=== design 1 ===
### I/O nets highlighted, design 1

Scale: 4 px per um.
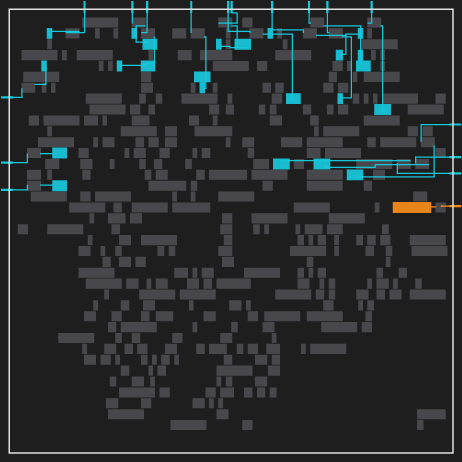
### Flops by top-level scope, design 1

Scale: 3 px per um. Other sequential cells in the stronger gray, the rest of the logic in the fainter gray.
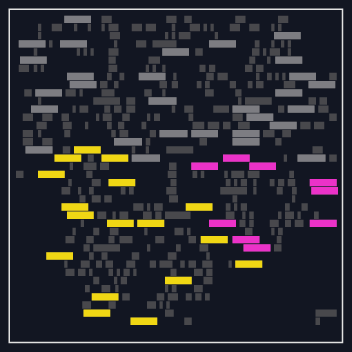
==> config.mk <==
export PLATFORM = sky130hd
export DESIGN_NAME = display_scanner
export DESIGN_NICKNAME = d
export VERILOG_FILES = /design/src/rtl/display_scanner_pkg.sv /design/src/rtl/tick_divider.sv /design/src/rtl/display_scanner.sv
export SDC_FILE = /design/constraint.sdc
export NUM_CORES = 1
export LEC_CHECK = 0
export CELL_PAD_IN_SITES_DETAIL_PLACEMENT = 1
export CELL_PAD_IN_SITES_GLOBAL_PLACEMENT = 1
export CORE_UTILIZATION = 25
export DETAILED_ROUTE_END_ITERATION = 7
export PLACE_DENSITY_LB_ADDON = 0.1
export SYNTH_ARGS = -nofsm -noshare
export SYNTH_HDL_FRONTEND = slang
export SYNTH_SLANG_ARGS = --single-unit
==> constraint.sdc <==
create_clock -name clk -period 2.8 [get_ports clk]
set_input_delay 0.42 -clock clk [delete_from_list [all_inputs] [get_ports clk]]
set_output_delay 0.42 -clock clk [all_outputs]
set_load 0.1 [all_outputs]
==> src/rtl/display_scanner_pkg.sv <==
// Shared constants and types for the 4-digit 7-segment display scanner.
package display_scanner_pkg;

    localparam logic [3:0] AN_OFF  = 4'b1111;
    localparam logic       DP_OFF  = 1'b1;
    localparam logic [3:0] BCD_MAX = 4'd9;

    typedef logic [1:0] dig_idx_t;

    typedef enum logic {
        ST_GUARD,
        ST_SHOW
    } an_state_e;

    function automatic logic [3:0] nibble(
        input logic [15:0] word,
        input dig_idx_t    i
    );
        return word[{i, 2'b00} +: 4];
    endfunction

endpackage

==> src/rtl/tick_divider.sv <==
// Parameterised prescaler: counts enabled cycles 0..N-1, one-cycle tick on the last.
module tick_divider #(
    parameter int N = 10,
    parameter int W = (N > 1) ? $clog2(N) : 1
) (
    input  logic         clk,
    input  logic         rst_n,
    input  logic         en,
    output logic [W-1:0] cnt,
    output logic         tick
);

    logic [W-1:0] cnt_q;
    logic [W-1:0] cnt_d;

    always_comb begin
        tick  = en && (cnt_q == W'(N - 1));
        cnt_d = cnt_q;
        if (tick) begin
            cnt_d = '0;
        end else if (en) begin
            cnt_d = cnt_q + W'(1);
        end
    end

    always_ff @(posedge clk or negedge rst_n) begin
        if (!rst_n) begin
            cnt_q <= '0;
        end else begin
            cnt_q <= cnt_d;
        end
    end

    assign cnt = cnt_q;

endmodule

==> src/rtl/display_scanner.sv <==
// Time-multiplexed driver for a 4-digit common-anode display with guard
// interval, per-frame digit snapshot, blanking and blinking colon.
module display_scanner
    import display_scanner_pkg::*;
#(
    parameter int CLK_HZ      = 100_000_000,
    parameter int SCAN_HZ     = 1000,
    parameter int GUARD       = 16,
    parameter int BLINK_SLOTS = 500
) (
    input  logic        clk,
    input  logic        rst_n,
    input  logic [15:0] digits,
    input  logic [3:0]  blank_mask,
    input  logic        colon_en,
    output logic [3:0]  dec_in,
    output logic [3:0]  an,
    output logic        dp,
    output logic        frame_start
);

    localparam int DIV   = CLK_HZ / SCAN_HZ;
    localparam int PRE_W = (DIV > 1) ? $clog2(DIV) : 1;
    localparam int BLK_W = (BLINK_SLOTS > 1) ? $clog2(BLINK_SLOTS) : 1;

    logic [PRE_W-1:0] pre;
    logic [PRE_W-1:0] pre_nxt;
    logic             slot_tick;
    logic [BLK_W-1:0] unused_blink_cnt;
    logic             blink_wrap;

    tick_divider #(
        .N (DIV),
        .W (PRE_W)
    ) u_slot_div (
        .clk   (clk),
        .rst_n (rst_n),
        .en    (1'b1),
        .cnt   (pre),
        .tick  (slot_tick)
    );

    tick_divider #(
        .N (BLINK_SLOTS),
        .W (BLK_W)
    ) u_blink_div (
        .clk   (clk),
        .rst_n (rst_n),
        .en    (slot_tick),
        .cnt   (unused_blink_cnt),
        .tick  (blink_wrap)
    );

    dig_idx_t    idx_q, idx_d;
    logic [15:0] snap_q, snap_d;
    logic        colon_ph_q, colon_ph_d;
    an_state_e   state_q, state_d;
    logic [3:0]  an_q, an_d;
    logic [3:0]  dec_q, dec_d;
    logic        dp_q, dp_d;
    logic        fs_q, fs_d;
    logic [3:0]  cur;
    logic        blank;

    // Outputs are computed from next-state values so an, dec_in and dp
    // always move together with the slot they belong to.
    always_comb begin
        pre_nxt    = slot_tick ? '0 : pre + PRE_W'(1);
        idx_d      = slot_tick ? idx_q + 2'd1 : idx_q;
        fs_d       = slot_tick && (idx_q == 2'd3);
        snap_d     = fs_d ? digits : snap_q;
        colon_ph_d = colon_ph_q ^ blink_wrap;

        state_d = state_q;
        unique case (state_q)
            ST_GUARD: if (pre_nxt >= PRE_W'(GUARD)) state_d = ST_SHOW;
            ST_SHOW:  if (pre_nxt < PRE_W'(GUARD)) state_d = ST_GUARD;
            default:  state_d = ST_GUARD;
        endcase

        cur   = nibble(snap_d, idx_d);
        blank = blank_mask[idx_d] || (cur > BCD_MAX);
        dec_d = cur;
        an_d  = AN_OFF;
        dp_d  = DP_OFF;
        if (state_d == ST_SHOW) begin
            if (!blank) begin
                an_d = ~(4'b0001 << idx_d);
            end
            if (colon_en && colon_ph_d && (idx_d == 2'd2)) begin
                dp_d = 1'b0;
            end
        end
    end

    always_ff @(posedge clk or negedge rst_n) begin
        if (!rst_n) begin
            idx_q      <= '0;
            snap_q     <= '0;
            colon_ph_q <= 1'b0;
            state_q    <= ST_GUARD;
            an_q       <= AN_OFF;
            dec_q      <= '0;
            dp_q       <= DP_OFF;
            fs_q       <= 1'b0;
        end else begin
            idx_q      <= idx_d;
            snap_q     <= snap_d;
            colon_ph_q <= colon_ph_d;
            state_q    <= state_d;
            an_q       <= an_d;
            dec_q      <= dec_d;
            dp_q       <= dp_d;
            fs_q       <= fs_d;
        end
    end

    assign an          = an_q;
    assign dec_in      = dec_q;
    assign dp          = dp_q;
    assign frame_start = fs_q;

endmodule

==> run notes <==
Notes on the flow run.

- The flow ran to the end, and the final reports show no timing, DRC or antenna violations.
- The worst hold margin is 0.1019 ns, for reference.
- The mean cell area of the mapped netlist is 9.693 um^2, for reference.
- The design has between 50 and 60 sequential cells.
- For this block, wires on met1 add up to 4155 um.
- The number of fill cells is 1299, for reference.
- The number of standard cells reported by yosys is 304, for reference.
- The report shows a maximum critical-path fanout of 7.
- For the final database, setup skew stands at 0.007545 ns.
- CTS built an H-tree with a depth of 2.
- The most common flop cell mapped by yosys is sky130_fd_sc_hd__dfrtp_1, for reference.
- The clock tree has to reach 55 sinks.
- By count the netlist is led by sky130_fd_sc_hd__nand2_1 (52), sky130_fd_sc_hd__dfrtp_1 (50), sky130_fd_sc_hd__nor2_1 (17).
- The total CTS buffers is 5, for reference.
- The post-layout period usage of the worst path is 91.63%, for reference.
- The critical path capture point type is a flip-flop, for reference.
- The count of boundary I/O pins is 33, for reference.
- Setup repair after global routing left no endpoint under its margin.
- The non-clock inverter count in the final layout is 9, for reference.
- The combinational gate count is 220, for reference.
- The violation tally recorded at the end of detailed-routing iteration 0 is 72.
- From bottom edge to top edge, the die measures 110.6 um.
- The sequential cell area is roughly 1400 um^2, for reference.
- The critical path contains buffers and inverters numbering 0 combined.
- The worst vdd rail ir drop is 0.0001889 V, for reference.
- Counting the warning lines in the Yosys log gives 0.
- Per the CTS log, the buffer count on the longest clock path is 2.
- The number of instances in the synthesized netlist is a little over 300, for reference.
## Picture notes: 'I/O nets highlighted' of design 1
cyan -> digits  # bits 16, direction input, end cells 23, buffers 16, wire 390 um
orange -> dp  # bits 1, direction output, end cells 1, buffers 1, wire 3.60 um

## Picture notes: 'Flops by top-level scope' of design 1
magenta -> u_blink_div  # flops 9
yellow -> u_slot_div  # flops 17
not colored = 29
number of non-filler instances in the completed layout: 486
Final Core Density: 31.51%

==> final timing paths <==
check / from / endpoint / slack (ns) / cells past startpoint
setup reg to reg: u_slot_div.cnt[0] / an[0] / 0.23 / 8
min in group clk: u_slot_div.cnt[0] / u_slot_div.cnt[0] / 0.46 / 1
hold reg to reg: u_slot_div.cnt[0] / u_slot_div.cnt[0] / 0.46 / 1
hold / removal: rst_n / u_slot_div.cnt[12] / 0.10 / 2
setup / recovery: u_slot_div.cnt[0] / an[0] / 0.23 / 8
max in group asynchronous: rst_n / an[3] / 2.38 / 2
==> state kept, by name, indices dropped and copies added (netlist names) <==
name,cells
u_slot_div.cnt,17
colon_ph_q,1
frame_start,1
snap_q,16
idx_q,2
u_blink_div.cnt,9
dp,1
an,4
dec_in,4
==> power by group <==
group / internal (uW) / switching (uW) / total, uW / leakage (uW)
clock: 337 / 317 / 654 / 0.0000710
combinational: 33.3 / 27.9 / 61.2 / 0.000782
sequential: 797 / 0.877 / 798 / 0.000652
==> what timing repair did <==
item	in CTS	in global routing
setup buffers	0	0
gates resized	0	1
setup endpoints to repair	0	3

=== design 2 ===
### Sequential cells grouped by signal name, design 2

Scale: 1 px per um. Other sequential cells in the stronger gray, the rest of the logic in the fainter gray.
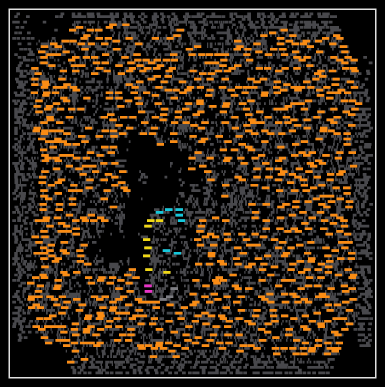
$ cat src/rtl/img_pkg.sv
// Shared image geometry and the streamer state encoding.
// Used by image_byte_streamer and its checksum helper.
package img_pkg;

  localparam int IMG_WIDTH     = 30;
  localparam int IMG_HEIGHT    = 30;
  localparam int TOTAL_BITS    = 904;
  localparam int IMG_BYTE_SIZE = 113;

  typedef enum logic [1:0] {
    IDLE,
    LOAD,
    STREAM,
    DONE
  } stream_state_t;

endpackage

$ cat src/rtl/xor_checksum.sv
// 8-bit running XOR of accepted bytes, cleared per stream.
// Only built when IMG_STREAM_CHECKSUM_EN is defined.
module xor_checksum (
  input  logic       clk,
  input  logic       rst_n,
  input  logic       clear,
  input  logic       en,
  input  logic [7:0] din,
  output logic [7:0] sum
);

  always_ff @(posedge clk) begin
    if (!rst_n) begin
      sum <= '0;
    end else if (clear) begin
      sum <= '0;
    end else if (en) begin
      sum <= sum ^ din;
    end
  end

endmodule

$ cat src/rtl/image_byte_streamer.sv
// Streams a snapshot of the 904-bit image as 113 bytes, LSB first.
// IMG_STREAM_CHECKSUM_EN appends an XOR checksum byte (114 bytes).
module image_byte_streamer #(
  parameter int IMG_BYTE_SIZE = img_pkg::IMG_BYTE_SIZE,
  parameter int TOTAL_BITS    = img_pkg::TOTAL_BITS
) (
  input  logic                  clk,
  input  logic                  rst_n,
  input  logic                  start,
  input  logic                  abort,
  input  logic [TOTAL_BITS-1:0] img_in,
  output logic [7:0]            data_out,
  output logic                  data_valid,
  input  logic                  data_ready,
  output logic [6:0]            byte_index,
  output logic                  busy,
  output logic                  done
);

  import img_pkg::*;

`ifdef IMG_STREAM_CHECKSUM_EN
  localparam logic [6:0] LAST_IDX = 7'(IMG_BYTE_SIZE);
`else
  localparam logic [6:0] LAST_IDX = 7'(IMG_BYTE_SIZE - 1);
`endif

  stream_state_t state_q, state_d;

  logic [TOTAL_BITS-1:0] snap_q;
  logic [6:0] idx_q, idx_d, nidx;
  logic [9:0] noff;
  logic [7:0] data_q, data_d, nb;
  logic       valid_q, valid_d;
  logic       busy_q, busy_d;
  logic       done_q, done_d;
  logic       snap_ld;
  logic       xfer;

`ifdef IMG_STREAM_CHECKSUM_EN
  logic       csum_clr;
  logic       csum_en;
  logic [7:0] csum;

  xor_checksum u_csum (
    .clk   (clk),
    .rst_n (rst_n),
    .clear (csum_clr),
    .en    (csum_en),
    .din   (data_q),
    .sum   (csum)
  );
`endif

  assign xfer = valid_q & data_ready;
  assign nidx = idx_q + 7'd1;
  assign noff = {nidx, 3'b000};

  // Byte that follows the one now on data_out
  always_comb begin
    nb = snap_q[noff +: 8];
`ifdef IMG_STREAM_CHECKSUM_EN
    if (nidx == 7'(IMG_BYTE_SIZE)) begin
      nb = csum ^ data_q;
    end
`endif
  end

  always_comb begin
    state_d = state_q;
    idx_d   = idx_q;
    data_d  = data_q;
    valid_d = valid_q;
    busy_d  = busy_q;
    done_d  = 1'b0;
    snap_ld = 1'b0;
`ifdef IMG_STREAM_CHECKSUM_EN
    csum_clr = 1'b0;
    csum_en  = 1'b0;
`endif
    unique case (state_q)
      IDLE: begin
        idx_d   = '0;
        valid_d = 1'b0;
        busy_d  = 1'b0;
        if (start) begin
          state_d = LOAD;
          busy_d  = 1'b1;
        end
      end
      LOAD: begin
        if (abort) begin
          state_d = IDLE;
          busy_d  = 1'b0;
          valid_d = 1'b0;
        end else begin
          state_d = STREAM;
          snap_ld = 1'b1;
          idx_d   = '0;
          data_d  = img_in[7:0];
          valid_d = 1'b1;
`ifdef IMG_STREAM_CHECKSUM_EN
          csum_clr = 1'b1;
`endif
        end
      end
      STREAM: begin
        if (abort) begin
          state_d = IDLE;
          busy_d  = 1'b0;
          valid_d = 1'b0;
          idx_d   = '0;
        end else if (xfer) begin
`ifdef IMG_STREAM_CHECKSUM_EN
          csum_en = (idx_q != LAST_IDX);
`endif
          if (idx_q == LAST_IDX) begin
            state_d = DONE;
            valid_d = 1'b0;
            busy_d  = 1'b0;
            done_d  = 1'b1;
            idx_d   = '0;
          end else begin
            idx_d  = nidx;
            data_d = nb;
          end
        end
      end
      DONE: begin
        state_d = IDLE;
      end
      default: begin
        state_d = IDLE;
      end
    endcase
  end

  always_ff @(posedge clk) begin
    if (!rst_n) begin
      state_q <= IDLE;
      idx_q   <= '0;
      data_q  <= '0;
      valid_q <= 1'b0;
      busy_q  <= 1'b0;
      done_q  <= 1'b0;
    end else begin
      state_q <= state_d;
      idx_q   <= idx_d;
      data_q  <= data_d;
      valid_q <= valid_d;
      busy_q  <= busy_d;
      done_q  <= done_d;
    end
  end

  always_ff @(posedge clk) begin
    if (!rst_n) begin
      snap_q <= '0;
    end else if (snap_ld) begin
      snap_q <= img_in;
    end
  end

  assign data_out   = data_q;
  assign data_valid = valid_q;
  assign byte_index = idx_q;
  assign busy       = busy_q;
  assign done       = done_q;

endmodule

$ cat config.mk
export PLATFORM = sky130hd
export DESIGN_NAME = image_byte_streamer
export DESIGN_NICKNAME = d
export VERILOG_FILES = /design/src/rtl/img_pkg.sv /design/src/rtl/xor_checksum.sv /design/src/rtl/image_byte_streamer.sv
export SDC_FILE = /design/constraint.sdc
export NUM_CORES = 2
export LEC_CHECK = 0
export ABC_AREA = 1
export CAP_MARGIN = 10
export CORE_AREA = 2 2 363 365
export DETAILED_ROUTE_END_ITERATION = 8
export DIE_AREA = 0 0 365 367
export GPL_TIMING_DRIVEN = 0
export PLACE_DENSITY = 0.5
export SLEW_MARGIN = 10
export SYNTH_ARGS = -nofsm -noshare
export SYNTH_HDL_FRONTEND = slang
export SYNTH_SLANG_ARGS = --single-unit
$ cat constraint.sdc
create_clock -name clk -period 3.5 [get_ports clk]
set_input_delay 0.7 -clock clk [delete_from_list [all_inputs] [get_ports clk]]
set_output_delay 0.7 -clock clk [all_outputs]
set_load 0.005 [all_outputs]
==> run notes <==
Notes on the flow run.

- The flow ran to the end, but the final reports show violations.
- The final reports fail on setup timing.
- The total negative slack is -0.4979 ns, for reference.
- The global placement routability congestion is 0.9824, for reference.
- Grouping non-sequential cells by family puts the most area in AND-OR/OR-AND gates.
- The routed wire length is 268700 um, for reference.
- Counting both buffers and inverters, the worst setup path holds a total of 7.
- The post-placement worst setup slack is -1.427 ns, for reference.
- The cell family contributing the most delay on the critical path is buffers and inverters, for reference.
- The area fraction in full adders, half adders and majority gates is less than 1%, for reference.
- The final timing report gives a worst setup slack of -0.1675 ns.
- STA classifies the critical path endpoint as a flip-flop.
- The hold violation total from the final report is 0, for reference.
- From the final report, the count of setup violators was given as 9.
- Setup repair after global routing could not meet its margin everywhere.
- The number of antenna violations at the first check in global routing was 30.
- The clock latency on the worst-skew pair is 0.73 ns, for reference.
- The post-synthesis instance area is approximately 40000 um^2, for reference.
- The worst slew slack as a fraction of its limit is 1.374%, for reference.
About 'Sequential cells grouped by signal name' of design 2:
yellow -> data_out  # flops 8
magenta -> state_q  # flops 2
cyan -> byte_index  # flops 7, where center
orange -> snap_q  # flops 904, where all over the die

final timing paths:
path	endpoint	cells after the start	startpoint	slack, ns
worst max-delay path	data_out[7]	16	byte_index[0]	-0.17
worst min-delay path	snap_q[643]	2	snap_q[643]	0.45
worst max register to register	data_out[7]	16	byte_index[0]	-0.17
worst min register to register	snap_q[643]	2	snap_q[643]	0.45
sequential cells by signal (all words and copies together), names as in the netlist:
register	count
busy	1
byte_index	7
data_out	8
data_valid	1
done	1
snap_q	904
state_q	2
metal layers:
layer,wire length [um],vias to the layer above,track usage [%]
li1,-,21460,-
met1,105900,22700,48.36
met2,118700,2751,60.35
met3,26560,642,8.785
met4,17340,12,21.64
met5,186,-,0
cells in the final DEF (no fill, tap or decap), drive strengths merged:
cell,synthesis,routed
o21ai,992,992
nor3,1,1
nand4,3,3
ha,6,6
clkinv,2,21
xnor2,1,1
a21oi,694,694
nor3b,1,1
nand2,731,731
nor4,1,1
nor2,687,687
dfxtp,924,924
clkbuf,341,489
bufinv,0,16
a22oi,2,2
xor2,4,4
inv,622,624
o211ai,222,222
nand3,480,480
clkdlybuf4s50,0,925
nand3b,2,2
a221oi,1,1
or2,6,6
clkinvlp,0,7
o41ai,1,1
buf,153,161
diode,0,12


==> screenshots <==
The clock network.
panel A
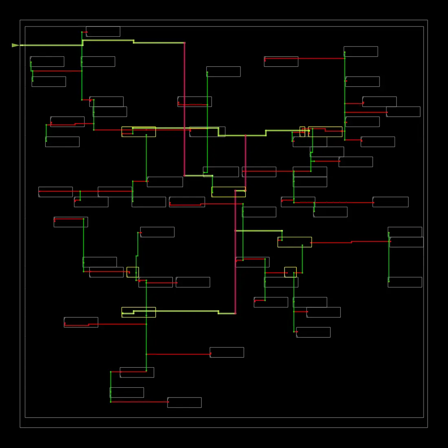
panel B
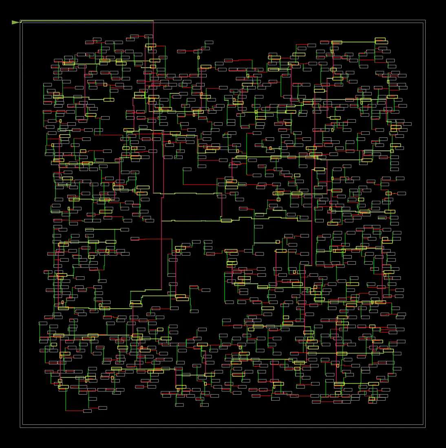
Of these, most clock buffers: panel B
Of these, most sequential cells: panel B
For design 2, see panel B.
For design 1, see panel A.

No activity file was given, so power comes from the tool's default toggle rates.
